# design 1

**Design 1: where the registers sit**

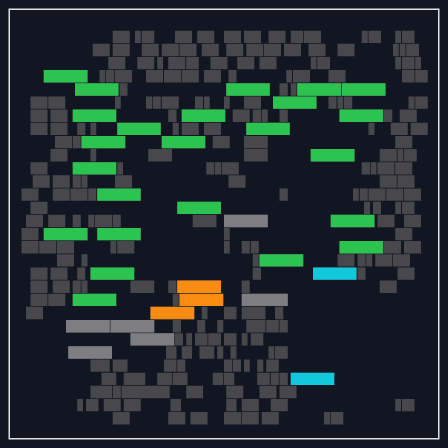

**config.mk**
```make
export PLATFORM = sky130hd
export DESIGN_NAME = grb_frame_sched
export DESIGN_NICKNAME = d
export VERILOG_FILES = /design/src/rtl/grb_pkg.sv /design/src/rtl/rr_arb2.sv /design/src/rtl/grb_frame_sched.sv
export SDC_FILE = /design/constraint.sdc
export NUM_CORES = 1
export LEC_CHECK = 0
export CORE_MARGIN = 2
export CORE_UTILIZATION = 25
export CTS_CLUSTER_DIAMETER = 40
export CTS_CLUSTER_SIZE = 8
export DETAILED_ROUTE_END_ITERATION = 10
export GPL_TIMING_DRIVEN = 0
export HOLD_SLACK_MARGIN = 0.12
export MAX_ROUTING_LAYER = met4
export PLACE_DENSITY = 0.65
export SKIP_LAST_GASP = 1
export SLEW_MARGIN = 10
export SYNTH_ARGS = -nofsm -noshare
export SYNTH_HDL_FRONTEND = slang
export SYNTH_HIERARCHICAL = 1
export SYNTH_SLANG_ARGS = --single-unit
export TNS_END_PERCENT = 10
```
**constraint.sdc**
```tcl
create_clock -name clk -period 4.3 [get_ports clk]
set_input_delay 0.86 -clock clk [delete_from_list [all_inputs] [get_ports clk]]
set_output_delay 0.86 -clock clk [all_outputs]
set_load 0.02 [all_outputs]
```
**src/rtl/grb_pkg.sv**
```systemverilog
//==============================================================================
// Module      : grb_pkg
// Description : Shared definitions for the GRB frame scheduler: word width,
//               scheduler state encoding, serializer reset-code timing and a
//               small grant-decoding helper.
// Revision    : 1.0 - initial release
//==============================================================================
`default_nettype none

package grb_pkg;

  // Width of one GRB pixel word (8 bits each of green, red, blue)
  localparam int GRB_W = 24;

  // Width of the completed-frame counter
  localparam int FRAME_CNT_W = 16;

  // Scheduler states
  typedef enum logic [2:0] {
    SIDLE    = 3'd0,
    SFETCH   = 3'd1,
    SPRESENT = 3'd2,
    SLATCH   = 3'd3,
    SRELEASE = 3'd4
  } sched_state_t;

  // Reset-code timing used by the serializer; the LED line must stay low for
  // more than 280 us, so 300 us leaves margin against clock tolerance.
  localparam int CLK_FREQ_HZ       = 50_000_000;
  localparam int RESET_CODE_US     = 300;
  localparam int RESET_CODE_CYCLES = (CLK_FREQ_HZ / 1_000_000) * RESET_CODE_US;

  // Index of the owner encoded in a one-hot two-requester grant
  function automatic logic served_index(input logic [1:0] onehot);
    return onehot[1];
  endfunction

endpackage : grb_pkg

`default_nettype wire

```
**src/rtl/rr_arb2.sv**
```systemverilog
//==============================================================================
// Module      : rr_arb2
// Description : Two-requester round-robin selector. Purely combinational;
//               on a tie the requester that was not served last wins.
// Revision    : 1.0 - initial release
//==============================================================================
`default_nettype none

module rr_arb2 (
  input  logic [1:0] req,
  input  logic       lastServed,
  output logic [1:0] winner
);

  // Single requester wins outright; a tie goes to the one not served last
  always_comb begin
    winner = 2'b00;
    case (req)
      2'b01:   winner = 2'b01;
      2'b10:   winner = 2'b10;
      2'b11:   winner = lastServed ? 2'b01 : 2'b10;
      default: winner = 2'b00;
    endcase
  end

endmodule : rr_arb2

`default_nettype wire

```
**src/rtl/grb_frame_sched.sv**
```systemverilog
//==============================================================================
// Module      : grb_frame_sched
// Description : Frame scheduler for a GRB LED serializer. Arbitrates two
//               frame sources round-robin, walks the owner's pixels one word
//               at a time, then requests the latch/reset code.
//               Optional macro GRB_SCHED_FRAME_CNT_EN enables the 16-bit
//               completed-frame counter; otherwise frameCount is tied to 0.
// Revision    : 1.0 - initial release
//==============================================================================
`default_nettype none

module grb_frame_sched
  import grb_pkg::*;
#(
  parameter int NPIX   = 8,
  parameter int NPIX_W = 3
) (
  input  logic                   clk,
  input  logic                   reset,
  input  logic [1:0]             req,
  output logic [1:0]             grant,
  input  logic [GRB_W-1:0]       pixData0,
  input  logic [GRB_W-1:0]       pixData1,
  output logic [NPIX_W-1:0]      pixAddr,
  output logic [GRB_W-1:0]       grbWord,
  output logic                   wordValid,
  input  logic                   wordTaken,
  output logic                   latchReq,
  input  logic                   allDone,
  output logic                   busy,
  output logic [FRAME_CNT_W-1:0] frameCount
);

  localparam logic [NPIX_W-1:0] LAST_ADDR = NPIX_W'(NPIX - 1);

  sched_state_t state;
  logic         lastServed;
  logic [1:0]   winner;

  rr_arb2 u_arb (
    .req        (req),
    .lastServed (lastServed),
    .winner     (winner)
  );

  // Frame sequencing: grant, fetch/present each pixel, latch, release
  always_ff @(posedge clk or negedge reset) begin
    if (!reset) begin
      state      <= SIDLE;
      grant      <= 2'b00;
      pixAddr    <= '0;
      grbWord    <= '0;
      wordValid  <= 1'b0;
      latchReq   <= 1'b0;
      lastServed <= 1'b1;
    end else begin
      case (state)
        SIDLE: begin
          if (req != 2'b00) begin
            grant   <= winner;
            pixAddr <= '0;
            state   <= SFETCH;
          end
        end
        SFETCH: begin
          grbWord   <= grant[1] ? pixData1 : pixData0;
          wordValid <= 1'b1;
          state     <= SPRESENT;
        end
        SPRESENT: begin
          if (wordTaken) begin
            wordValid <= 1'b0;
            if (pixAddr == LAST_ADDR) begin
              latchReq <= 1'b1;
              state    <= SLATCH;
            end else begin
              pixAddr <= pixAddr + NPIX_W'(1);
              state   <= SFETCH;
            end
          end
        end
        SLATCH: begin
          if (allDone) begin
            latchReq <= 1'b0;
            state    <= SRELEASE;
          end
        end
        SRELEASE: begin
          grant      <= 2'b00;
          lastServed <= served_index(grant);
          state      <= SIDLE;
        end
        default: begin
          grant     <= 2'b00;
          wordValid <= 1'b0;
          latchReq  <= 1'b0;
          state     <= SIDLE;
        end
      endcase
    end
  end

  assign busy = (state != SIDLE);

`ifdef GRB_SCHED_FRAME_CNT_EN
  logic [FRAME_CNT_W-1:0] frame_cnt;

  // Count completed frames, wrapping at the counter width
  always_ff @(posedge clk or negedge reset) begin
    if (!reset) begin
      frame_cnt <= '0;
    end else if (state == SRELEASE) begin
      frame_cnt <= frame_cnt + FRAME_CNT_W'(1);
    end
  end

  assign frameCount = frame_cnt;
`else
  assign frameCount = '0;
`endif

endmodule : grb_frame_sched

`default_nettype wire

```
# design 2

`src/rtl/axis_ctrlsrc_offset_cal_if.sv`:
```
// ---------------------------------------------------------------------------
// axis_ctrlsrc_offset_cal_if
//
// Purpose:
//   Minimal AXI-Stream style sample bus carrying the raw signed samples that
//   feed both the control-source select stage and the offset calibrator.
//   The stream has no back-pressure, so there is no tready.
//
// Parameters:
//   DATA_WIDTH  width of tdata (signed sample)
//
// Signals:
//   tdata   raw signed sample
//   tvalid  sample valid
//
// Modports:
//   master  drives tdata/tvalid (sample producer)
//   slave   observes tdata/tvalid (calibrator, select stage)
// ---------------------------------------------------------------------------
interface axis_ctrlsrc_offset_cal_if #(
  parameter int DATA_WIDTH = 32
);

  logic [DATA_WIDTH-1:0] tdata;
  logic                  tvalid;

  modport master (
    output tdata,
    output tvalid
  );

  modport slave (
    input tdata,
    input tvalid
  );

endinterface

```
`src/rtl/axis_ctrlsrc_offset_cal.sv`:
```
// ---------------------------------------------------------------------------
// axis_ctrlsrc_offset_cal
//
// Purpose:
//   Auto-zero sequencer for the control-source select stage. On request it
//   freezes the servo (hold_ctrl), forces the selector onto the linear path,
//   averages 2^n raw input samples and then writes signal_offset = -average,
//   so that the select stage's offset adder nulls the input. While no
//   calibration is running the host may write signal_offset directly.
//
//   Sequence: IDLE -> HOLD (settle) -> ACCUM (collect 2^n samples)
//             -> COMPUTE (average, negate, saturate) -> APPLY (commit) -> IDLE
//
// Parameters:
//   DATA_WIDTH   width of raw sample, offset_in and signal_offset (signed)
//   MAX_LOG2     upper clamp for log2_n (must be <= 31); the accumulator is
//                DATA_WIDTH+MAX_LOG2 bits wide so it can never overflow
//   TIMEOUT_CYC  consecutive no-sample cycles tolerated in ACCUM; only used
//                when CTRLSRC_CAL_TIMEOUT_EN is defined
//
// Build option:
//   CTRLSRC_CAL_TIMEOUT_EN  when defined, a stall counter aborts ACCUM after
//                           TIMEOUT_CYC consecutive cycles without tvalid and
//                           raises the sticky cal_error flag. When undefined,
//                           ACCUM waits forever and cal_error is tied low.
//
// Ports:
//   a_clk             in   clock
//   aresetn           in   synchronous reset, active low
//   S_AXIS            slave  raw sample stream (tdata, tvalid), no back-pressure
//   cal_start         in   one-cycle request to start a calibration (IDLE only)
//   cal_abort         in   cancel a calibration in HOLD/ACCUM/COMPUTE
//   log2_n            in   sample count exponent, clamped to MAX_LOG2
//   settle_cycles     in   servo settle time before accumulation
//   offset_wr         in   manual offset write strobe (IDLE only)
//   offset_in         in   manual offset value
//   selection_ln_in   in   host lin/log selection
//   selection_ln_out  out  busy ? 2'b00 : selection_ln_in (combinational)
//   signal_offset     out  offset to the select stage (registered)
//   hold_ctrl         out  servo freeze, equal to busy
//   busy              out  high in any state other than IDLE
//   done              out  one-cycle pulse when a calibrated offset is applied
//   cal_error         out  sticky timeout flag (0 without the build option)
//   state_mon         out  IDLE=0 HOLD=1 ACCUM=2 COMPUTE=3 APPLY=4
// ---------------------------------------------------------------------------
module axis_ctrlsrc_offset_cal #(
  parameter int DATA_WIDTH  = 32,
  parameter int MAX_LOG2    = 16,
  parameter int TIMEOUT_CYC = 65535
) (
  input  logic                  a_clk,
  input  logic                  aresetn,
  axis_ctrlsrc_offset_cal_if.slave S_AXIS,
  input  logic                  cal_start,
  input  logic                  cal_abort,
  input  logic [4:0]            log2_n,
  input  logic [15:0]           settle_cycles,
  input  logic                  offset_wr,
  input  logic [DATA_WIDTH-1:0] offset_in,
  input  logic [1:0]            selection_ln_in,
  output logic [1:0]            selection_ln_out,
  output logic [DATA_WIDTH-1:0] signal_offset,
  output logic                  hold_ctrl,
  output logic                  busy,
  output logic                  done,
  output logic                  cal_error,
  output logic [2:0]            state_mon
);

  localparam int ACC_W = DATA_WIDTH + MAX_LOG2;
  localparam int CNT_W = MAX_LOG2 + 1;

  localparam logic [2:0] ST_IDLE    = 3'd0;
  localparam logic [2:0] ST_HOLD    = 3'd1;
  localparam logic [2:0] ST_ACCUM   = 3'd2;
  localparam logic [2:0] ST_COMPUTE = 3'd3;
  localparam logic [2:0] ST_APPLY   = 3'd4;

  // Most negative and most positive representable offsets.
  localparam logic [DATA_WIDTH-1:0] OFF_MIN = {1'b1, {(DATA_WIDTH-1){1'b0}}};
  localparam logic [DATA_WIDTH-1:0] OFF_MAX = {1'b0, {(DATA_WIDTH-1){1'b1}}};

  logic [2:0]              state_q,  state_d;
  logic [4:0]              n_q,      n_d;
  logic [15:0]             settle_q, settle_d;
  logic [CNT_W-1:0]        cnt_q,    cnt_d;
  logic signed [ACC_W-1:0] acc_q,    acc_d;
  logic [DATA_WIDTH-1:0]   off_q,    off_d;
  logic [DATA_WIDTH-1:0]   offset_q, offset_d;
  logic                    done_q,   done_d;

  logic [4:0]              log2_n_clamped;
  logic [CNT_W-1:0]        cnt_inc;
  logic [CNT_W-1:0]        sample_target;
  logic signed [ACC_W-1:0] sample_ext;
  logic [DATA_WIDTH-1:0]   avg_lo;
  logic [DATA_WIDTH-1:0]   off_calc;

`ifdef CTRLSRC_CAL_TIMEOUT_EN
  localparam int STALL_W = (TIMEOUT_CYC > 1) ? $clog2(TIMEOUT_CYC + 1) : 1;

  logic [STALL_W-1:0] stall_q, stall_d;
  logic [STALL_W-1:0] stall_inc;
  logic               err_q,   err_d;
`endif

  // Datapath helpers shared by several states.
  always_comb begin
    log2_n_clamped = (int'(log2_n) > MAX_LOG2) ? 5'(MAX_LOG2) : log2_n;
    cnt_inc        = cnt_q + CNT_W'(1);
    sample_target  = CNT_W'(1) << n_q;
    sample_ext     = {{MAX_LOG2{S_AXIS.tdata[DATA_WIDTH-1]}}, S_AXIS.tdata};
    // The average of 2^n DATA_WIDTH-bit samples always fits in DATA_WIDTH
    // bits, so only the low slice of the arithmetic shift is needed.
    avg_lo         = DATA_WIDTH'(acc_q >>> n_q);
    // Negating the most negative value is the only case that overflows.
    if (avg_lo == OFF_MIN) begin
      off_calc = OFF_MAX;
    end else begin
      off_calc = {DATA_WIDTH{1'b0}} - avg_lo;
    end
  end

`ifdef CTRLSRC_CAL_TIMEOUT_EN
  always_comb begin
    stall_inc = stall_q + STALL_W'(1);
  end
`endif

  // Sequencer next-state and register update logic.
  always_comb begin
    state_d  = state_q;
    n_d      = n_q;
    settle_d = settle_q;
    cnt_d    = cnt_q;
    acc_d    = acc_q;
    off_d    = off_q;
    offset_d = offset_q;
    done_d   = 1'b0;
`ifdef CTRLSRC_CAL_TIMEOUT_EN
    stall_d  = stall_q;
    err_d    = err_q;
`endif

    case (state_q)
      ST_IDLE: begin
        // A manual write and a start in the same cycle both take effect.
        if (offset_wr) begin
          offset_d = offset_in;
        end
        if (cal_start) begin
          n_d      = log2_n_clamped;
          settle_d = settle_cycles;
          cnt_d    = '0;
          acc_d    = '0;
          state_d  = ST_HOLD;
`ifdef CTRLSRC_CAL_TIMEOUT_EN
          err_d    = 1'b0;
`endif
        end
      end

      ST_HOLD: begin
        // The counter is checked before decrementing, giving S+1 cycles.
        if (cal_abort) begin
          state_d = ST_IDLE;
        end else if (settle_q == 16'd0) begin
          state_d = ST_ACCUM;
`ifdef CTRLSRC_CAL_TIMEOUT_EN
          stall_d = '0;
`endif
        end else begin
          settle_d = settle_q - 16'd1;
        end
      end

      ST_ACCUM: begin
        if (cal_abort) begin
          state_d = ST_IDLE;
        end else if (S_AXIS.tvalid) begin
          acc_d = acc_q + sample_ext;
          cnt_d = cnt_inc;
          if (cnt_inc == sample_target) begin
            state_d = ST_COMPUTE;
          end
`ifdef CTRLSRC_CAL_TIMEOUT_EN
          stall_d = '0;
        end else begin
          stall_d = stall_inc;
          if (stall_inc == STALL_W'(TIMEOUT_CYC)) begin
            state_d = ST_IDLE;
            err_d   = 1'b1;
          end
`endif
        end
      end

      ST_COMPUTE: begin
        if (cal_abort) begin
          state_d = ST_IDLE;
        end else begin
          off_d   = off_calc;
          state_d = ST_APPLY;
        end
      end

      ST_APPLY: begin
        // Commit is unconditional here; a late abort cannot cancel it.
        offset_d = off_q;
        done_d   = 1'b1;
        state_d  = ST_IDLE;
      end

      default: begin
        state_d = ST_IDLE;
      end
    endcase
  end

  // State and datapath registers with synchronous active-low reset.
  always_ff @(posedge a_clk) begin
    if (!aresetn) begin
      state_q  <= ST_IDLE;
      n_q      <= '0;
      settle_q <= '0;
      cnt_q    <= '0;
      acc_q    <= '0;
      off_q    <= '0;
      offset_q <= '0;
      done_q   <= 1'b0;
    end else begin
      state_q  <= state_d;
      n_q      <= n_d;
      settle_q <= settle_d;
      cnt_q    <= cnt_d;
      acc_q    <= acc_d;
      off_q    <= off_d;
      offset_q <= offset_d;
      done_q   <= done_d;
    end
  end

`ifdef CTRLSRC_CAL_TIMEOUT_EN
  // Stall counter and sticky error flag for the timeout option.
  always_ff @(posedge a_clk) begin
    if (!aresetn) begin
      stall_q <= '0;
      err_q   <= 1'b0;
    end else begin
      stall_q <= stall_d;
      err_q   <= err_d;
    end
  end

  assign cal_error = err_q;
`else
  // Without the timeout option the flag never sets; TIMEOUT_CYC is a
  // positive count, so this comparison folds to a constant 0.
  assign cal_error = (TIMEOUT_CYC < 0);
`endif

  assign busy             = (state_q != ST_IDLE);
  assign hold_ctrl        = busy;
  assign done             = done_q;
  assign signal_offset    = offset_q;
  assign state_mon        = state_q;
  assign selection_ln_out = busy ? 2'b00 : selection_ln_in;

endmodule

```
`src/flat_wrapper.sv`:
```
// flat-port wrapper written by rule: the top's interface ports become plain ports
module axis_ctrlsrc_offset_cal_flat 
#(
  parameter int DATA_WIDTH  = 32,
  parameter int MAX_LOG2    = 16,
  parameter int TIMEOUT_CYC = 65535
)
  (a_clk, aresetn, cal_start, cal_abort, log2_n, settle_cycles, offset_wr, offset_in, selection_ln_in, selection_ln_out, signal_offset, hold_ctrl, busy, done, cal_error, state_mon, S_AXIS_tdata, S_AXIS_tvalid);
  axis_ctrlsrc_offset_cal_if #(.DATA_WIDTH(DATA_WIDTH)) S_AXIS_i ();
  input  logic a_clk;
  input  logic aresetn;
  input  logic cal_start;
  input  logic cal_abort;
  input  logic [4:0] log2_n;
  input  logic [15:0] settle_cycles;
  input  logic offset_wr;
  input  logic [DATA_WIDTH-1:0] offset_in;
  input  logic [1:0] selection_ln_in;
  output logic [1:0] selection_ln_out;
  output logic [DATA_WIDTH-1:0] signal_offset;
  output logic hold_ctrl;
  output logic busy;
  output logic done;
  output logic cal_error;
  output logic [2:0] state_mon;
  input wire logic [$bits(S_AXIS_i.tdata)-1:0] S_AXIS_tdata;
  input wire logic [$bits(S_AXIS_i.tvalid)-1:0] S_AXIS_tvalid;
  assign S_AXIS_i.tdata = S_AXIS_tdata;
  assign S_AXIS_i.tvalid = S_AXIS_tvalid;
  axis_ctrlsrc_offset_cal #(.DATA_WIDTH(DATA_WIDTH), .MAX_LOG2(MAX_LOG2), .TIMEOUT_CYC(TIMEOUT_CYC)) u_core (.a_clk(a_clk), .aresetn(aresetn), .S_AXIS(S_AXIS_i), .cal_start(cal_start), .cal_abort(cal_abort), .log2_n(log2_n), .settle_cycles(settle_cycles), .offset_wr(offset_wr), .offset_in(offset_in), .selection_ln_in(selection_ln_in), .selection_ln_out(selection_ln_out), .signal_offset(signal_offset), .hold_ctrl(hold_ctrl), .busy(busy), .done(done), .cal_error(cal_error), .state_mon(state_mon));
endmodule
```
`config.mk`:
```
export PLATFORM = sky130hd
export DESIGN_NAME = axis_ctrlsrc_offset_cal_flat
export DESIGN_NICKNAME = d
export VERILOG_FILES = /design/src/rtl/axis_ctrlsrc_offset_cal_if.sv /design/src/rtl/axis_ctrlsrc_offset_cal.sv /design/src/flat_wrapper.sv
export SDC_FILE = /design/constraint.sdc
export NUM_CORES = 1
export LEC_CHECK = 0
export ABC_AREA = 1
export CAP_MARGIN = 30
export CORE_UTILIZATION = 54
export CTS_BUF_LIST = sky130_fd_sc_hd__clkbuf_8 sky130_fd_sc_hd__clkbuf_16
export CTS_CLUSTER_SIZE = 28
export DETAILED_ROUTE_END_ITERATION = 8
export HOLD_SLACK_MARGIN = 0.02
export MAX_ROUTING_LAYER = met4
export PLACE_DENSITY = 0.79
export SETUP_SLACK_MARGIN = 0.05
export SLEW_MARGIN = 20
export SYNTH_ARGS = -nofsm -noshare
export SYNTH_HDL_FRONTEND = slang
export SYNTH_SLANG_ARGS = --single-unit
```
`constraint.sdc`:
```
create_clock -name a_clk -period 2.3 [get_ports a_clk]
set_input_delay 0.46 -clock a_clk [delete_from_list [all_inputs] [get_ports a_clk]]
set_output_delay 0.46 -clock a_clk [all_outputs]
set_load 0.05 [all_outputs]
```
# design 3

**config.mk**
```make
export PLATFORM = sky130hd
export DESIGN_NAME = tdm_demux_1to4
export DESIGN_NICKNAME = d
export VERILOG_FILES = /design/src/rtl/tdm_pkg.sv /design/src/rtl/tdm_slot_counter.sv /design/src/rtl/tdm_demux_1to4.sv
export SDC_FILE = /design/constraint.sdc
export NUM_CORES = 1
export LEC_CHECK = 0
export ABC_AREA = 1
export CORE_UTILIZATION = 51
export CTS_BUF_LIST = sky130_fd_sc_hd__clkbuf_8
export CTS_CLUSTER_DIAMETER = 40
export DETAILED_ROUTE_END_ITERATION = 7
export PLACE_DENSITY = 0.79
export SYNTH_ARGS = -nofsm -noshare
export SYNTH_HDL_FRONTEND = slang
export SYNTH_SLANG_ARGS = --single-unit
```
**constraint.sdc**
```tcl
create_clock -name clk -period 1.9 [get_ports clk]
set_clock_uncertainty 0.15 [all_clocks]
set_input_delay 0.38 -clock clk [delete_from_list [all_inputs] [get_ports clk]]
set_output_delay 0.38 -clock clk [all_outputs]
set_load 0.1 [all_outputs]
```
**src/rtl/tdm_pkg.sv**
```systemverilog
// Shared types and sizing constants for the TDM receive path.
// The transmit-side serializer is expected to reuse these.
package tdm_pkg;

    typedef enum logic {
        HUNT   = 1'b0,
        LOCKED = 1'b1
    } tdm_state_e;

    localparam int TDM_DATA_WIDTH = 4;
    localparam int TDM_SEL_WIDTH  = 2;
    localparam int TDM_MISS_WIDTH = 3;

endpackage

```
**src/rtl/tdm_slot_counter.sv**
```systemverilog
// Wrapping slot index counter with increment, load-to-one and clear.
// Clear wins over load, load wins over increment.
module tdm_slot_counter #(
    parameter int SEL_WIDTH = 2
) (
    input  logic                 clk,
    input  logic                 rst_n,
    input  logic                 en,
    input  logic                 load_one,
    input  logic                 clear,
    output logic [SEL_WIDTH-1:0] count
);

    logic [SEL_WIDTH-1:0] count_q;
    logic [SEL_WIDTH-1:0] count_d;

    always_comb begin
        count_d = count_q;
        if (clear) begin
            count_d = '0;
        end else if (load_one) begin
            count_d = SEL_WIDTH'(1);
        end else if (en) begin
            count_d = count_q + SEL_WIDTH'(1);
        end
    end

    always_ff @(posedge clk) begin
        if (!rst_n) begin
            count_q <= '0;
        end else begin
            count_q <= count_d;
        end
    end

    assign count = count_q;

endmodule

```
**src/rtl/tdm_demux_1to4.sv**
```systemverilog
// TDM serial-to-parallel receiver: frame-sync alignment, lock tracking
// with a missing-marker tolerance, and one-cycle word/sync-error strobes.
module tdm_demux_1to4
    import tdm_pkg::*;
#(
    parameter int DATA_WIDTH = TDM_DATA_WIDTH,
    parameter int SEL_WIDTH  = TDM_SEL_WIDTH,
    parameter int MISS_LIMIT = 2
) (
    input  logic                  clk,
    input  logic                  rst_n,
    input  logic                  din,
    input  logic                  din_valid,
    input  logic                  frame_sync,
    output logic [DATA_WIDTH-1:0] out,
    output logic                  out_valid,
    output logic [SEL_WIDTH-1:0]  slot,
    output logic                  locked,
    output logic                  sync_err
);

    localparam logic [SEL_WIDTH-1:0]      LAST_SLOT = SEL_WIDTH'(DATA_WIDTH - 1);
    localparam logic [TDM_MISS_WIDTH-1:0] MISS_MAX  = TDM_MISS_WIDTH'(MISS_LIMIT);

    tdm_state_e                state_q, state_d;
    logic [TDM_MISS_WIDTH-1:0] miss_q, miss_d, miss_inc;
    logic [DATA_WIDTH-2:0]     shadow_q, shadow_d;
    logic [DATA_WIDTH-1:0]     out_q, out_d;
    logic                      out_valid_q, out_valid_d;
    logic                      sync_err_q, sync_err_d;
    logic                      locked_q, locked_d;
    logic                      slot_en, slot_load_one, slot_clear;
    logic [SEL_WIDTH-1:0]      slot_cnt;

    tdm_slot_counter #(
        .SEL_WIDTH (SEL_WIDTH)
    ) u_slot_counter (
        .clk      (clk),
        .rst_n    (rst_n),
        .en       (slot_en),
        .load_one (slot_load_one),
        .clear    (slot_clear),
        .count    (slot_cnt)
    );

    // A frame_sync beat always realigns to slot 0, so it is never a miss.
    always_comb begin
        state_d       = state_q;
        miss_d        = miss_q;
        miss_inc      = miss_q + TDM_MISS_WIDTH'(1);
        shadow_d      = shadow_q;
        out_d         = out_q;
        out_valid_d   = 1'b0;
        sync_err_d    = 1'b0;
        slot_en       = 1'b0;
        slot_load_one = 1'b0;
        slot_clear    = 1'b0;

        if (din_valid) begin
            case (state_q)
                HUNT: begin
                    if (frame_sync) begin
                        shadow_d[0]   = din;
                        slot_load_one = 1'b1;
                        miss_d        = '0;
                        state_d       = LOCKED;
                    end
                end
                LOCKED: begin
                    if (frame_sync) begin
                        sync_err_d    = (slot_cnt != '0);
                        shadow_d[0]   = din;
                        slot_load_one = 1'b1;
                        miss_d        = '0;
                    end else if (slot_cnt == '0) begin
                        if (miss_inc == MISS_MAX) begin
                            state_d    = HUNT;
                            slot_clear = 1'b1;
                            miss_d     = '0;
                        end else begin
                            miss_d      = miss_inc;
                            shadow_d[0] = din;
                            slot_en     = 1'b1;
                        end
                    end else begin
                        for (int i = 1; i < DATA_WIDTH - 1; i++) begin
                            if (slot_cnt == SEL_WIDTH'(i)) begin
                                shadow_d[i] = din;
                            end
                        end
                        if (slot_cnt == LAST_SLOT) begin
                            out_d       = {din, shadow_q};
                            out_valid_d = 1'b1;
                        end
                        slot_en = 1'b1;
                    end
                end
            endcase
        end

        locked_d = (state_d == LOCKED);
    end

    always_ff @(posedge clk) begin
        if (!rst_n) begin
            state_q     <= HUNT;
            miss_q      <= '0;
            shadow_q    <= '0;
            out_q       <= '0;
            out_valid_q <= 1'b0;
            sync_err_q  <= 1'b0;
            locked_q    <= 1'b0;
        end else begin
            state_q     <= state_d;
            miss_q      <= miss_d;
            shadow_q    <= shadow_d;
            out_q       <= out_d;
            out_valid_q <= out_valid_d;
            sync_err_q  <= sync_err_d;
            locked_q    <= locked_d;
        end
    end

    assign out       = out_q;
    assign out_valid = out_valid_q;
    assign slot      = slot_cnt;
    assign locked    = locked_q;
    assign sync_err  = sync_err_q;

endmodule

```
# design 4

### src/rtl/uart_rx_fifo_if.sv
// Receiver-to-host bus of the UART receive FIFO: byte strobe in, show-ahead
// head entry, status flags and interrupts out.
interface uart_rx_fifo_if #(
    parameter int AW = 4
);
    logic [7:0]  rx_data;
    logic        rx_rdy;
    logic        bd8_rate;
    logic        rd_en;
    logic        ovr_clr;
    logic [7:0]  rd_data;
    logic        empty;
    logic        full;
    logic [AW:0] count;
    logic        thresh_irq;
    logic        timeout_irq;
    logic        overrun;

    modport master (
        output rx_data, rx_rdy, bd8_rate, rd_en, ovr_clr,
        input  rd_data, empty, full, count, thresh_irq, timeout_irq, overrun
    );

    modport slave (
        input  rx_data, rx_rdy, bd8_rate, rd_en, ovr_clr,
        output rd_data, empty, full, count, thresh_irq, timeout_irq, overrun
    );
endinterface

### src/rtl/uart_rx_fifo.sv
// UART receive buffer: DEPTH-entry show-ahead FIFO with fill-threshold
// interrupt, sticky overrun flag and character-idle timeout.
module uart_rx_fifo #(
    parameter int DEPTH      = 16,
    parameter int AW         = 4,
    parameter int THRESH     = 8,
    parameter int IDLE_TICKS = 320
) (
    input logic           clk,
    input logic           rst,
    uart_rx_fifo_if.slave bus
);
    localparam logic [AW:0]   DEPTH_C  = (AW+1)'(DEPTH);
    localparam logic [AW:0]   THRESH_C = (AW+1)'(THRESH);
    localparam logic [AW:0]   CNT_ONE  = (AW+1)'(1);
    localparam logic [AW-1:0] PTR_ONE  = AW'(1);
    localparam logic [9:0]    IDLE_C   = 10'(IDLE_TICKS);

    logic [7:0]    mem [DEPTH];
    logic [AW-1:0] wp;
    logic [AW-1:0] rp;
    logic [AW:0]   count;
    logic [AW:0]   count_nxt;
    logic [9:0]    idle;
    logic          empty_q;
    logic          full_q;
    logic          thresh_q;
    logic          timeout_q;
    logic          overrun_q;
    logic          push;
    logic          pop;
    logic          drop;

    // A write into a full FIFO is accepted only when the same-cycle pop frees a slot.
    always_comb begin
        pop       = bus.rd_en && !empty_q;
        push      = bus.rx_rdy && (!full_q || bus.rd_en);
        drop      = bus.rx_rdy && full_q && !bus.rd_en;
        count_nxt = count;
        if (push && !pop) begin
            count_nxt = count + CNT_ONE;
        end else if (pop && !push) begin
            count_nxt = count - CNT_ONE;
        end
    end

    always_ff @(posedge clk or negedge rst) begin
        if (!rst) begin
            for (int i = 0; i < DEPTH; i++) begin
                mem[i] <= '0;
            end
        end else if (push) begin
            mem[wp] <= bus.rx_data;
        end
    end

    always_ff @(posedge clk or negedge rst) begin
        if (!rst) begin
            wp       <= '0;
            rp       <= '0;
            count    <= '0;
            empty_q  <= 1'b1;
            full_q   <= 1'b0;
            thresh_q <= 1'b0;
        end else begin
            if (push) begin
                wp <= wp + PTR_ONE;
            end
            if (pop) begin
                rp <= rp + PTR_ONE;
            end
            count    <= count_nxt;
            empty_q  <= (count_nxt == '0);
            full_q   <= (count_nxt == DEPTH_C);
            thresh_q <= (count_nxt >= THRESH_C);
        end
    end

    // Idle timer only runs while data sits untouched in the FIFO.
    always_ff @(posedge clk or negedge rst) begin
        if (!rst) begin
            idle      <= '0;
            timeout_q <= 1'b0;
            overrun_q <= 1'b0;
        end else begin
            if (push || pop || count == '0) begin
                idle <= '0;
            end else if (bus.bd8_rate && idle != IDLE_C) begin
                idle <= idle + 10'd1;
            end
            timeout_q <= (idle == IDLE_C);
            if (drop) begin
                overrun_q <= 1'b1;
            end else if (bus.ovr_clr) begin
                overrun_q <= 1'b0;
            end
        end
    end

    assign bus.rd_data     = mem[rp];
    assign bus.empty       = empty_q;
    assign bus.full        = full_q;
    assign bus.count       = count;
    assign bus.thresh_irq  = thresh_q;
    assign bus.timeout_irq = timeout_q;
    assign bus.overrun     = overrun_q;
endmodule

### src/flat_wrapper.sv
// flat-port wrapper written by rule: the top's interface ports become plain ports
module uart_rx_fifo_flat 
#(
    parameter int DEPTH      = 16,
    parameter int AW         = 4,
    parameter int THRESH     = 8,
    parameter int IDLE_TICKS = 320
)
  (clk, rst, bus_rx_data, bus_rx_rdy, bus_bd8_rate, bus_rd_en, bus_ovr_clr, bus_rd_data, bus_empty, bus_full, bus_count, bus_thresh_irq, bus_timeout_irq, bus_overrun);
  uart_rx_fifo_if #(.AW(AW)) bus_i ();
  input logic clk;
  input logic rst;
  input wire logic [$bits(bus_i.rx_data)-1:0] bus_rx_data;
  input wire logic [$bits(bus_i.rx_rdy)-1:0] bus_rx_rdy;
  input wire logic [$bits(bus_i.bd8_rate)-1:0] bus_bd8_rate;
  input wire logic [$bits(bus_i.rd_en)-1:0] bus_rd_en;
  input wire logic [$bits(bus_i.ovr_clr)-1:0] bus_ovr_clr;
  output wire logic [$bits(bus_i.rd_data)-1:0] bus_rd_data;
  output wire logic [$bits(bus_i.empty)-1:0] bus_empty;
  output wire logic [$bits(bus_i.full)-1:0] bus_full;
  output wire logic [$bits(bus_i.count)-1:0] bus_count;
  output wire logic [$bits(bus_i.thresh_irq)-1:0] bus_thresh_irq;
  output wire logic [$bits(bus_i.timeout_irq)-1:0] bus_timeout_irq;
  output wire logic [$bits(bus_i.overrun)-1:0] bus_overrun;
  assign bus_i.rx_data = bus_rx_data;
  assign bus_i.rx_rdy = bus_rx_rdy;
  assign bus_i.bd8_rate = bus_bd8_rate;
  assign bus_i.rd_en = bus_rd_en;
  assign bus_i.ovr_clr = bus_ovr_clr;
  assign bus_rd_data = bus_i.rd_data;
  assign bus_empty = bus_i.empty;
  assign bus_full = bus_i.full;
  assign bus_count = bus_i.count;
  assign bus_thresh_irq = bus_i.thresh_irq;
  assign bus_timeout_irq = bus_i.timeout_irq;
  assign bus_overrun = bus_i.overrun;
  uart_rx_fifo #(.DEPTH(DEPTH), .AW(AW), .THRESH(THRESH), .IDLE_TICKS(IDLE_TICKS)) u_core (.clk(clk), .rst(rst), .bus(bus_i));
endmodule
### config.mk
export PLATFORM = sky130hd
export DESIGN_NAME = uart_rx_fifo_flat
export DESIGN_NICKNAME = d
export VERILOG_FILES = /design/src/rtl/uart_rx_fifo_if.sv /design/src/rtl/uart_rx_fifo.sv /design/src/flat_wrapper.sv
export SDC_FILE = /design/constraint.sdc
export NUM_CORES = 1
export LEC_CHECK = 0
export CORE_ASPECT_RATIO = 0.5
export CORE_MARGIN = 5
export CORE_UTILIZATION = 55
export DETAILED_ROUTE_END_ITERATION = 6
export PLACE_DENSITY = 0.72
export RECOVER_POWER = 25
export SKIP_LAST_GASP = 1
export SYNTH_ARGS = -nofsm -noshare
export SYNTH_HDL_FRONTEND = slang
export SYNTH_SLANG_ARGS = --single-unit
### constraint.sdc
create_clock -name clk -period 3.3 [get_ports clk]
set_input_delay 0.66 -clock clk [delete_from_list [all_inputs] [get_ports clk]]
set_output_delay 0.66 -clock clk [all_outputs]
set_load 0.01 [all_outputs]

## Gallery

Wire density map.
shot_01.png
32 x 32 tiles, from dark blue (low) to red (high), scaled to the fullest tile. Values are wire area over tile area, all layers added.
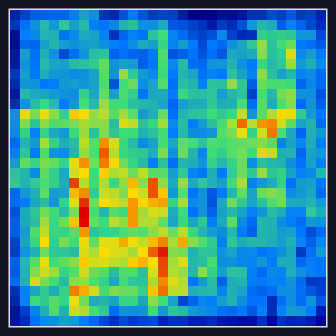
shot_02.png
18 x 18 tiles, from dark blue (low) to red (high), scaled to the fullest tile. Values are wire area over tile area, all layers added.
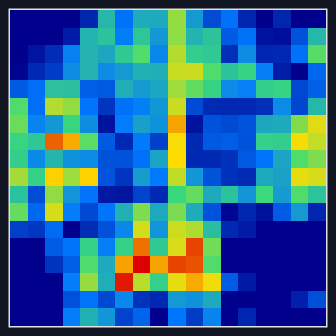
shot_03.png
35 x 18 tiles, from dark blue (low) to red (high), scaled to the fullest tile. Values are wire area over tile area, all layers added.
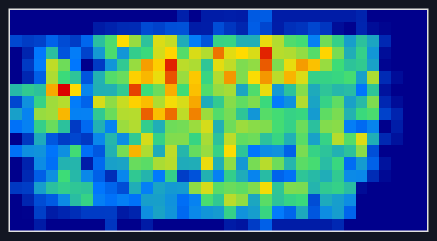
shot_04.png
8 x 8 tiles, from dark blue (low) to red (high), scaled to the fullest tile. Values are wire area over tile area, all layers added.
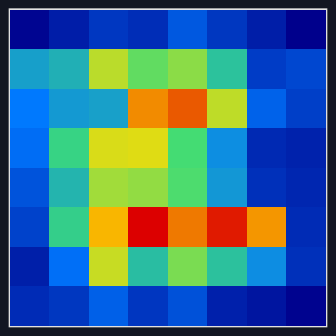
Design 2 is shot_01.png.
Design 4 is shot_03.png.
Design 1 is shot_02.png.
Design 3 is shot_04.png.

**Design 1: clock distribution**

The bar under the picture is 20 um long.
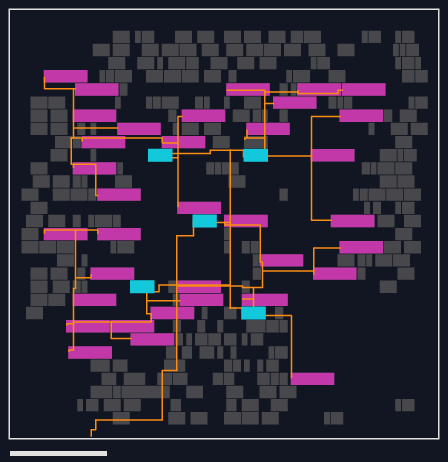
- flip-flops: magenta (count 35)
- cells driving clock nets: cyan (count 5)
- clock wires: orange (length 506 um)
- routed clock nets: 6

**Design 1: clock nets**

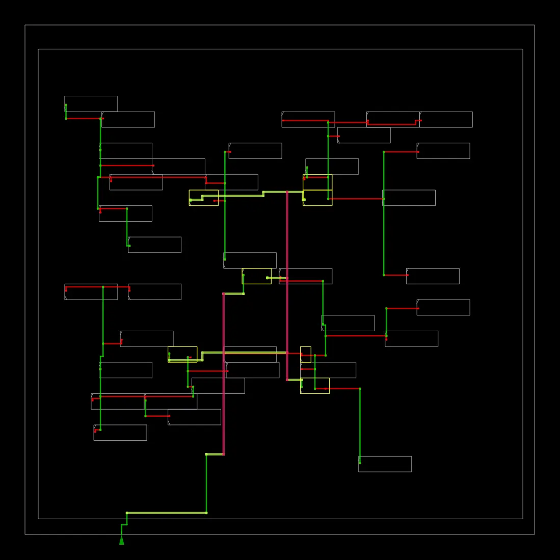
clk sinks: 35
flop count: 35

Notes on 'where the registers sit' of design 1 above:
- grbWord: green (placed flops 24)
- state: orange (placed flops 3)
- grant: cyan (placed flops 2)
- not colored: 6

==> flow_metrics.env, design 1 <==
# yosys + openroad results
export IMPL_run_status="complete, no violations"
export IMPL_avgSynthCellArea_um2=10.03
export IMPL_ys_cells=178
export IMPL_setup_violations_final=0
export IMPL_ys_ff=35
export IMPL_ys_area_um2=1785
export IMPL_clock_area_share_pct=2.997
export IMPL_powerDensity_nw_per_um2=629.3
export IMPL_r2r_end="pixAddr[0]$_DFFE_PN0P_"
export IMPL_crit_arrival_ns=1.87
export IMPL_reg2reg_depth=5
export IMPL_path_depth=3
export IMPL_dpl_hpwl_mm=3.703
export IMPL_skew_ns=0.001721
export IMPL_ys_types=29
export IMPL_crit_family="buffers and inverters"
export IMPL_dr_first_iter_drc_count=55
export IMPL_power_top_group="combinational cells"
export IMPL_min_path_type="input port to async pin"
export IMPL_highest_layer="met4"
export IMPL_nNonClkBuffers=113
export IMPL_cp_endpoint="busy"
export IMPL_wl_met3_um=296
export IMPL_ant_nets=0
export IMPL_clkPwrFrac_pct=13.1
export IMPL_rsz0062_at_grt="false"
export IMPL_dieHeight_um=88.51
export IMPL_drv_slew=0
export IMPL_cts_hold_fix_buffers=0
export IMPL_ff2ff_setup_slack_ns=2.59
[design 1: sequential cells by signal, summed over array words and instances, names as in the netlist]
signal and count:
grant 2, state 3, wordValid 1, pixAddr 3, lastServed 1, latchReq 1, grbWord 24
[design 1: synth_stat cells, types with 2 or more instances]
| library cell | n |
|---|---|
| nand3b_1 | 4 |
| ha_1 | 2 |
| buf_2 | 6 |
| a22o_1 | 2 |
| nand2_1 | 5 |
| clkbuf_1 | 4 |
| o21ai_0 | 3 |
| mux2_2 | 2 |
| dfrtp_1 | 34 |
| nand2b_1 | 4 |
| a21oi_1 | 29 |
| nor2_1 | 25 |
| nor3_1 | 2 |
| inv_1 | 2 |
| mux2i_1 | 24 |
| buf_4 | 17 |
[design 1: through the flow]
stage	total power [uW]	std cells	hold slack [ns]	setup slack, ns
floorplan	1161	193	0.5620	2.405
finish	1839	382	0.5205	1.567
CTS	1867	382	0.5359	1.544
global placement	1591	374	0.5051	1.533
detailed placement	1618	375	0.5205	1.863
global route	1977	382	0.5439	1.478
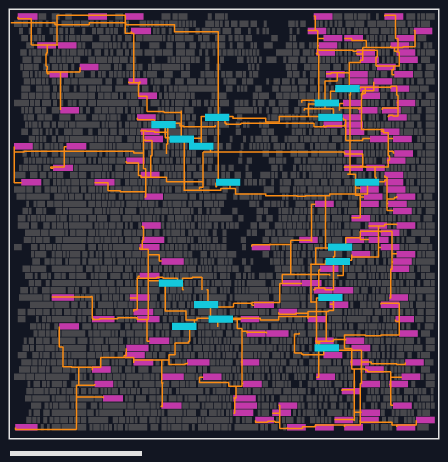
**Above:** design 2 (clock distribution).
The bar under the picture is 50 um long.
- clock wires: orange (length 2650 um)
- flip-flops: magenta (count 154)
- cells driving clock nets: cyan (count 17)
- flops lie: widely spread
- routed clock nets: 18

**Design 2: clock nets**

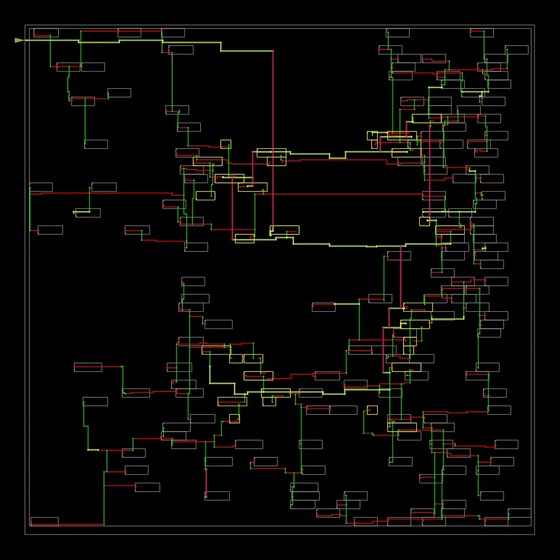
clk sinks: 154
Num CTS Buffers: 17
Clk power: 3030 uW
flop count: 154

==> flow_metrics.env, design 2 <==
# yosys + openroad results
export IMPL_p_comb_share_pct=69.6
export IMPL_p_sw_uw=10980
export IMPL_largest_cell_class="multi-input combinational cells"
export IMPL_rows=58
export IMPL_cp_data_required_time_ns=2.61
export IMPL_dr_first_iter_drc_count=2494
export IMPL_postSynthCellCount=2339
export IMPL_cts_tree="yes"
export IMPL_ys_area_um2=13750
export IMPL_r2r_end="u_core.off_q[29]$_SDFFE_PN0P_"
export IMPL_final_cells=3155
export IMPL_tool_warnings=30
export IMPL_layout_setup_ws_ns=-0.8689
export IMPL_max_slew_margin_pct=64.27
export IMPL_violations="setup timing"
export IMPL_drt_first_pass_iters=9
export IMPL_run_status="finished with violations"
export IMPL_setup_violations_final=58
export IMPL_syn2layout_area_growth_pct=54.52
export IMPL_root_buffer="clkbuf_16"
export IMPL_pg_comb_uw=15100
export IMPL_ff_latch_area_um2=3154
export IMPL_drt_total_wl_mm=64.39
export IMPL_rsz0062_at_grt="true"
export IMPL_dr_total_vias=19620
export IMPL_common_cells="nand2_1 (678), nand3_1 (336), inv_1 (215), nor2_1 (215), a21oi_1 (187)"
-- design 2: state kept, by name, summed over array words and instances, names as in the netlist --
signal	count
u_core.acc_q	48
u_core.cnt_q	17
u_core.done	1
u_core.n_q	5
u_core.off_q	32
u_core.settle_q	16
u_core.signal_offset	32
u_core.state_mon	3
-- design 2: stage by stage --
stage / setup slack, ns / setup TNS [ns]
floorplan: -0.03236 / -0.2180
global route: -0.9307 / -30.04
detailed placement: -0.7650 / -34.37
CTS: -0.3856 / -10.79
finish: -0.8689 / -26.22
global placement: -0.7414 / -29.31
-- design 2: metal layers --
layer	track usage, %	up-vias
met5	-	-
met4	22.56	0
met3	4.545	614
met2	71.98	1572
met1	46.06	8821
li1	-	8609
-- design 2: logic make-up (layout without fill, tap and decap cells) --
logic type | Yosys count | count (layout) | synth area share (%)
buffers and inverters | 340 | 826 | 10.44
adders and majority gates | 51 | 51 | 4.694
other | 1 | 1 | 0.02726
DFF | 154 | 154 | 22.41
and+or+nand+nor | 1368 | 1368 | 44.25
xor gates and xnor gates | 52 | 52 | 3.411
AOI/OAI and AO/OA | 373 | 373 | 14.76
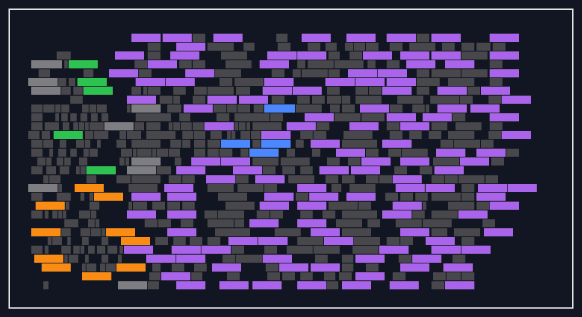
**Above:** design 4 (where the registers sit).
- u_core.idle: orange (placed flops 10; where south-west)
- u_core.bus.count: green (placed flops 5)
- u_core.mem: purple (placed flops 128)
- u_core.rp: blue (placed flops 4; where center)

==> flow_metrics.env, design 4 <==
# yosys + openroad results
export IMPL_nets=543
export IMPL_rsz0062_at_grt="true"
export IMPL_wl_met3_um=988
export IMPL_logic_gates=288
export IMPL_min_period_over_period_pct=98.41
export IMPL_routedLengthMet1_mm=7.618
export IMPL_dr_first_iter_drc_count=286
export IMPL_pg_comb_uw=3300
export IMPL_grt_pass1_vias=4474
export IMPL_grt_total_usage_pct=21.27
export IMPL_largest_cell_class="flip-flops and latches"
export IMPL_wl_per_cell_um=22.55
export IMPL_top_area_cell="dfrtp_1"
export IMPL_ys_seq_share_pct=53.40
export IMPL_rows=29
export IMPL_topCellsByArea="dfrtp_1 (53%), mux2_2 (20%), mux4_2 (12%)"
export IMPL_max_slew_margin_pct=7.131
export IMPL_critPathLaunch="u_core.rp[0]$_DFFE_PN0P_"
export IMPL_holdWs_ns=0.4999
export IMPL_run_status="complete, no violations"
## design 4: registers in the layout, indices dropped and copies added (netlist names)
register	cells
u_core.bus.empty	1
u_core.mem	128
u_core.bus.overrun	1
u_core.bus.timeout_irq	1
u_core.wp	4
u_core.bus.thresh_irq	1
u_core.rp	4
u_core.idle	10
u_core.bus.full	1
u_core.bus.count	5
## design 4: placed cells by master, fill, tap and decap left out, drive strengths merged, types with 8 or more instances in the layout
cell type,count
dfrtp,155
mux2,128
mux4,40
clkdlybuf4s50,27
clkbuf,25
nor2,15
buf,15
nand3,15
xnor2,12
ha,10
nand4,10
nand2,9
inv,9
xor2,8
## design 4: critical path: cells and delay by family (launching register included)
family | cells | cell delay [ns]
buffers and inverters | 2 | 0.69
DFF | 1 | 0.46
muxes | 2 | 1.01
## design 4: stage by stage
step | setup TNS, ns | area, um2
CTS | 0 | 8497
global route | -0.04469 | 8493
finish | 0 | 8493
floorplan | 0 | 7313
global placement | 0 | 7821
detailed placement | 0 | 7821
## design 4: repair_timing
action,in CTS,in global routing
pin swaps,0,0
gates cloned,0,0
endpoints found under the setup margin,8,8
resized,0,3
setup buffers,3,1
**Design 3: clock distribution**

The bar under the picture is 10 um long.
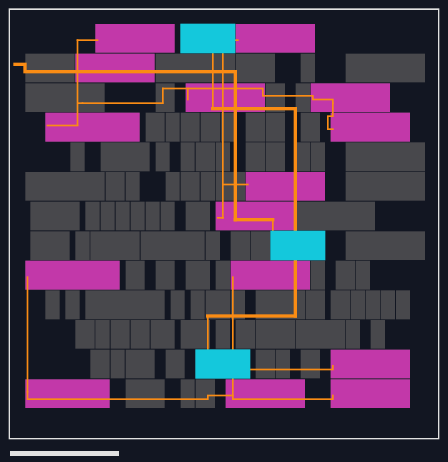
- clock wires: orange (length 214 um)
- flip-flops: magenta (count 15)
- cells driving clock nets: cyan (count 3)
- routed clock nets: 4
- flops lie: widely spread

**Design 3: placed cells, one color a class**

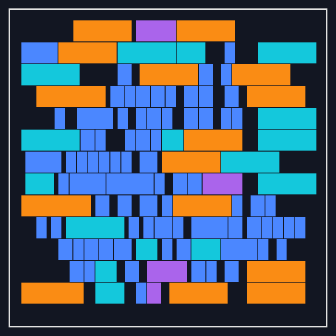
- all other logic: blue (cells 79; share of their area 40%)
- clock drivers and dummy loads: purple (cells 4; share of their area 4.6%)
- flops: orange (cells 15; share of their area 31%)
- other buffers and delay cells: cyan (cells 16; share of their area 24%)

==> flow_metrics.env, design 3 <==
# yosys + openroad results
export IMPL_ys_types=13
export IMPL_die_w_um=39.33
export IMPL_ir_drop_uv=567.7
export IMPL_dp_cells=125
export IMPL_final_area_um2=1023
export IMPL_grt_use_met1_pct=30.77
export IMPL_wl_met3_um=92
export IMPL_nClkBuffers=3
export IMPL_grt_pass1_vias=574
export IMPL_synthFlopType="dfxtp_1"
export IMPL_clk_pin_slew_ns=0.06
export IMPL_ys_ff=15
export IMPL_cp_endpoint="out[1]$_SDFFE_PN0P_"
export IMPL_setup_tns_ns=0
export IMPL_cpPeakStageDelay_ns=0.38
export IMPL_dieHeight_um=39.33
export IMPL_routedLengthMet1_um=650
export IMPL_ant_nets=0
export IMPL_path_depth=6
export IMPL_cts_buffer_depth=2
export IMPL_topCellsByArea="dfxtp_1 (42%), nand2_1 (13%), ha_1 (11%)"
export IMPL_synth_area_um2=710.7
export IMPL_run_status="complete, no violations"
export IMPL_powerDensity_nw_per_um2=699.0
export IMPL_clkPwrFrac_pct=36.2
export IMPL_postCtsSetupBuffers=0
export IMPL_r2r_start="u_slot_counter.count[0]$_SDFFE_PP0P_"
export IMPL_use_met3_pct=10.23
export IMPL_leakage_uw=0.0004267
[design 3: state kept, by name, indices dropped and copies added (netlist names)]
| signal | cells |
|---|---|
| out | 4 |
| miss_q | 3 |
| shadow_q | 3 |
| u_slot_counter.count | 2 |
| locked | 1 |
| out_valid | 1 |
| sync_err | 1 |
[design 3: power by group through the flow]
| stage | clock network [uW] | logic [uW] | registers (uW) |
|---|---|---|---|
| 6_report | 259 | 120 | 336 |
| 5_1_grt | 287 | 131 | 338 |
| 4_1_cts | 265 | 119 | 336 |
| 3_5_place_dp | 0 | 118 | 343 |
| 3_3_place_gp | 0 | 115 | 343 |
| 2_1_floorplan | 0 | 48.6 | 367 |
[design 3: worst min-delay path, delay by kind of cell (launching register included)]
| kind | cells | cell delay, ns |
|---|---|---|
| compound gates | 1 | 0.05 |
| simple gates | 1 | 0.06 |
| flops | 1 | 0.31 |
[design 3: kinds of logic after synthesis]
logic type / count (synthesis) / synth area share, %
AND/OR/NAND/NOR: 47 / 29.93
AND-OR/OR-AND: 17 / 11.97
flip-flops: 15 / 42.25
buffers and inverters: 10 / 5.281
adder cells (fa/ha/maj): 6 / 10.56

# design 5

**Design 5: clock nets**

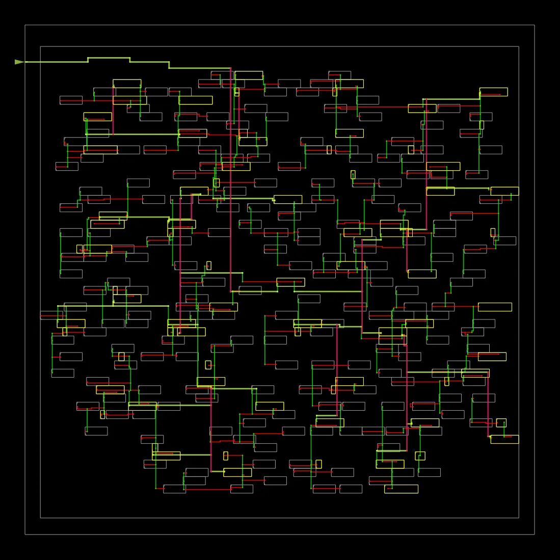
**Design 5: placed cells, one color a class**

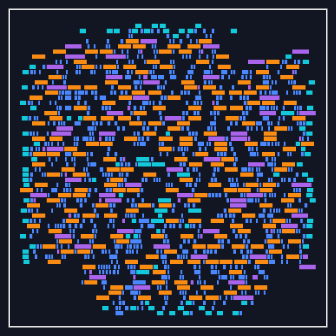
**Design 5: clock distribution**

The bar under the picture is 50 um long.
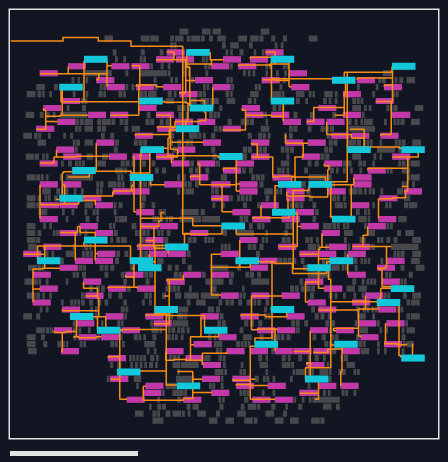
--- src/rtl/i2s_master_tx.sv ---
// i2s_master_tx: I2S clock master and serial transmitter on MCLK; define I2S_TX_UNDERRUN_MUTE_EN to send silence instead of repeating on underrun
module i2s_master_tx #(
  parameter int RESOLUTION = 32,
  parameter int SCLK_DIV   = 8
) (
  input  logic                  clk,
  input  logic                  reset,
  input  logic                  enable,
  input  logic [RESOLUTION-1:0] data_in_L,
  input  logic [RESOLUTION-1:0] data_in_R,
  input  logic                  in_valid,
  output logic                  in_ready,
  output logic                  SCLK,
  output logic                  LRCK,
  output logic                  SDATA,
  output logic                  underrun
);
  localparam int FW = 2 * RESOLUTION;
  localparam int DW = $clog2(SCLK_DIV);
  localparam int BW = $clog2(FW);
  typedef enum logic {IDLE, RUN} state_t;
  state_t                r_state, w_next;
  logic [DW-1:0]         r_div_cnt;
  logic [BW-1:0]         r_bit_cnt, w_bit_nxt;
  logic [RESOLUTION-1:0] r_hold_L, r_hold_R;
  logic [FW-1:0]         r_shift, r_last, w_frame;
  logic                  r_hold_full, r_delay, r_lrck, r_sdata, r_underrun;
  logic                  w_fe, w_wrap, w_load, w_accept;
  assign w_fe      = (r_state == RUN) && (r_div_cnt == DW'(SCLK_DIV - 1));
  assign w_wrap    = w_fe && (r_bit_cnt == BW'(FW - 1));
  assign w_bit_nxt = w_wrap ? '0 : r_bit_cnt + 1'b1;
  assign w_load    = enable && ((r_state == IDLE) || w_wrap);
  assign w_accept  = in_valid && !r_hold_full;
`ifdef I2S_TX_UNDERRUN_MUTE_EN
  assign w_frame   = r_hold_full ? {r_hold_L, r_hold_R} : '0;
`else
  assign w_frame   = r_hold_full ? {r_hold_L, r_hold_R} : r_last;
`endif
  assign in_ready  = !r_hold_full;
  assign SCLK      = r_div_cnt >= DW'(SCLK_DIV / 2);
  assign LRCK      = r_lrck;
  assign SDATA     = r_sdata;
  assign underrun  = r_underrun;
  // State register
  always_ff @(posedge clk) begin
    if (!reset) r_state <= IDLE;
    else r_state <= w_next;
  end
  // Start on enable; stop only when a frame wraps with enable low
  always_comb begin
    w_next = r_state;
    if (r_state == IDLE) w_next = enable ? RUN : IDLE;
    else if (w_wrap && !enable) w_next = IDLE;
  end
  // Holding register, frame load, serialiser and bit clock counters
  always_ff @(posedge clk) begin
    if (!reset) begin
      r_div_cnt   <= '0;
      r_bit_cnt   <= '0;
      r_hold_L    <= '0;
      r_hold_R    <= '0;
      r_hold_full <= 1'b0;
      r_shift     <= '0;
      r_last      <= '0;
      r_delay     <= 1'b0;
      r_lrck      <= 1'b0;
      r_sdata     <= 1'b0;
      r_underrun  <= 1'b0;
    end else begin
      r_hold_full <= w_accept | (r_hold_full & ~w_load);
      if (w_accept) begin
        r_hold_L <= data_in_L;
        r_hold_R <= data_in_R;
      end
      r_underrun <= w_load & ~r_hold_full;
      if (w_load) begin
        r_last  <= w_frame;
        r_delay <= w_frame[FW-1];
        r_shift <= w_frame << 1;
      end else if (w_fe) begin
        r_delay <= r_shift[FW-1];
        r_shift <= r_shift << 1;
      end
      if (w_next == IDLE) begin
        r_div_cnt <= '0;
        r_bit_cnt <= '0;
        r_lrck    <= 1'b0;
        r_sdata   <= 1'b0;
      end else if (r_state == RUN) begin
        r_div_cnt <= w_fe ? '0 : r_div_cnt + 1'b1;
        if (w_fe) begin
          r_bit_cnt <= w_bit_nxt;
          r_lrck    <= w_bit_nxt >= BW'(RESOLUTION);
          r_sdata   <= r_delay;
        end
      end
    end
  end
endmodule

--- config.mk ---
export PLATFORM = sky130hd
export DESIGN_NAME = i2s_master_tx
export DESIGN_NICKNAME = d
export VERILOG_FILES = /design/src/rtl/i2s_master_tx.sv
export SDC_FILE = /design/constraint.sdc
export NUM_CORES = 1
export LEC_CHECK = 0
export ABC_AREA = 1
export CORE_MARGIN = 5
export CORE_UTILIZATION = 35
export CTS_BUF_LIST = sky130_fd_sc_hd__clkbuf_16
export CTS_CLUSTER_DIAMETER = 30
export CTS_CLUSTER_SIZE = 12
export DETAILED_ROUTE_END_ITERATION = 10
export PLACE_DENSITY = 0.49
export SLEW_MARGIN = 10
export SYNTH_ARGS = -nofsm -noshare
export SYNTH_HDL_FRONTEND = slang
export SYNTH_SLANG_ARGS = --single-unit
export TNS_END_PERCENT = 30
--- constraint.sdc ---
create_clock -name clk -period 2.4 [get_ports clk]
set_clock_uncertainty 0.2 [all_clocks]
set_input_delay 0.48 -clock clk [delete_from_list [all_inputs] [get_ports clk]]
set_output_delay 0.48 -clock clk [all_outputs]
set_load 0.02 [all_outputs]
==> flow_metrics.env <==
# yosys + openroad results
export IMPL_run_status="complete, no violations"
export IMPL_grt_max_degree=89
export IMPL_antenna_found_initial=0
export IMPL_clock_area_share_pct=13.24
export IMPL_logic_gates=828
export IMPL_n_antenna_cell=0
export IMPL_powerDensity_nw_per_um2=944.6
export IMPL_ff2ff_setup_slack_ns=0.33
export IMPL_power_total_uw=10440
export IMPL_worstHoldEndpoint="r_hold_R[26]$_SDFFE_PN0P_"
export IMPL_r2r_end="r_shift[30]$_SDFFE_PN0P_"
export IMPL_initCoreUtil_pct=35.62
export IMPL_dpl_hpwl_mm=12.00
export IMPL_critPathSlowestCell="clkdlybuf4s50_1"
export IMPL_postSynthCellCount=1142
export IMPL_drc=0
export IMPL_reg2reg_depth=8
export IMPL_synth_area_um2=8687
export IMPL_cts_buffers=43
export IMPL_pg_comb_uw=810
export IMPL_setup_violations_final=0
Notes on 'clock nets' of design 5 above:
Clk power: 5920 uW
flop count: 206
clk latency late pin: 0.50 ns
# clk buffers: 45
clk sinks: 206

Notes on 'placed cells, one color a class' of design 5 above:
- all other logic: blue (cells 845; share of their area 38%)
- flops: orange (cells 206; share of their area 39%)
- other buffers and delay cells: cyan (cells 96; share of their area 9.6%)
- clock drivers and dummy loads: purple (cells 79; share of their area 14%)

Notes on 'clock distribution' of design 5 above:
- clock wires: orange (length 3130 um)
- cells driving clock nets: cyan (count 43)
- flip-flops: magenta (count 206)
- routed clock nets: 44
- flops lie: widely spread

==> cell usage in the layout, fill, tap and decap left out, drive strengths merged <==
master	count
nand2	280
dfxtp	206
o21ai	192
nor2	140
a21oi	136
nand3	72
clkdlybuf4s50	70
clkbuf	45
buf	26
inv	24
clkinv	19
bufinv	7
ha	4
or2	1
xnor2	1
xor2	1
nor3	1
clkinvlp	1
==> through the flow <==
step / util (%) / hold slack (ns) / worst slack [ns]
2_1_floorplan: - / 0.2391 / 0.5560
3_3_place_gp: 39.32 / 0.2479 / 0.3782
3_5_place_dp: 39.32 / 0.2521 / 0.3339
4_1_cts: 45.32 / 0.07422 / 0.1537
5_1_grt: 45.32 / 0.1046 / 0.1191
6_report: 45.32 / 0.09747 / 0.1821
==> sequential cells by signal (all words and copies together) (netlist names) <==
name         count
LRCK             1
SDATA            1
r_bit_cnt        6
r_delay          1
r_div_cnt        3
r_hold_L        32
r_hold_R        32
r_hold_full      1
r_last          64
r_shift         63
r_state          1
underrun         1
==> cells by family after synthesis <==
kind of cell,count (synthesis)
simple gates,494
compound gates,328
flops,206
buf+inv,108
fa+ha+maj,4
xor+xnor,2


==> gallery <==
Placed cells, one color a class.
Plate I
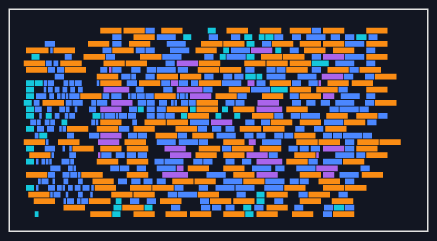
Plate II
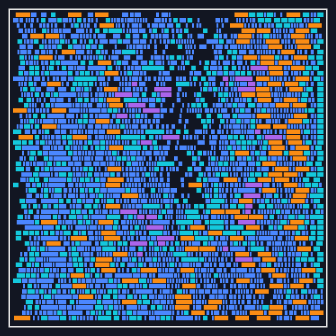
Plate III
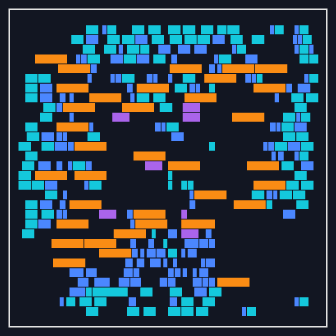
The one with the lowest utilization is Plate III.
The one with the highest utilization is Plate II.
design 4 -> Plate I
design 1 -> Plate III
design 2 -> Plate II

Key to Plate II:
- flops: orange (cells 154; share of their area 15%)
- clock drivers and dummy loads: purple (cells 32; share of their area 2.8%)
- all other logic: blue (cells 2082; share of their area 58%)
- other buffers and delay cells: cyan (cells 557; share of their area 24%)

Power figures rest on the tool's default switching activity, not on a simulated workload.
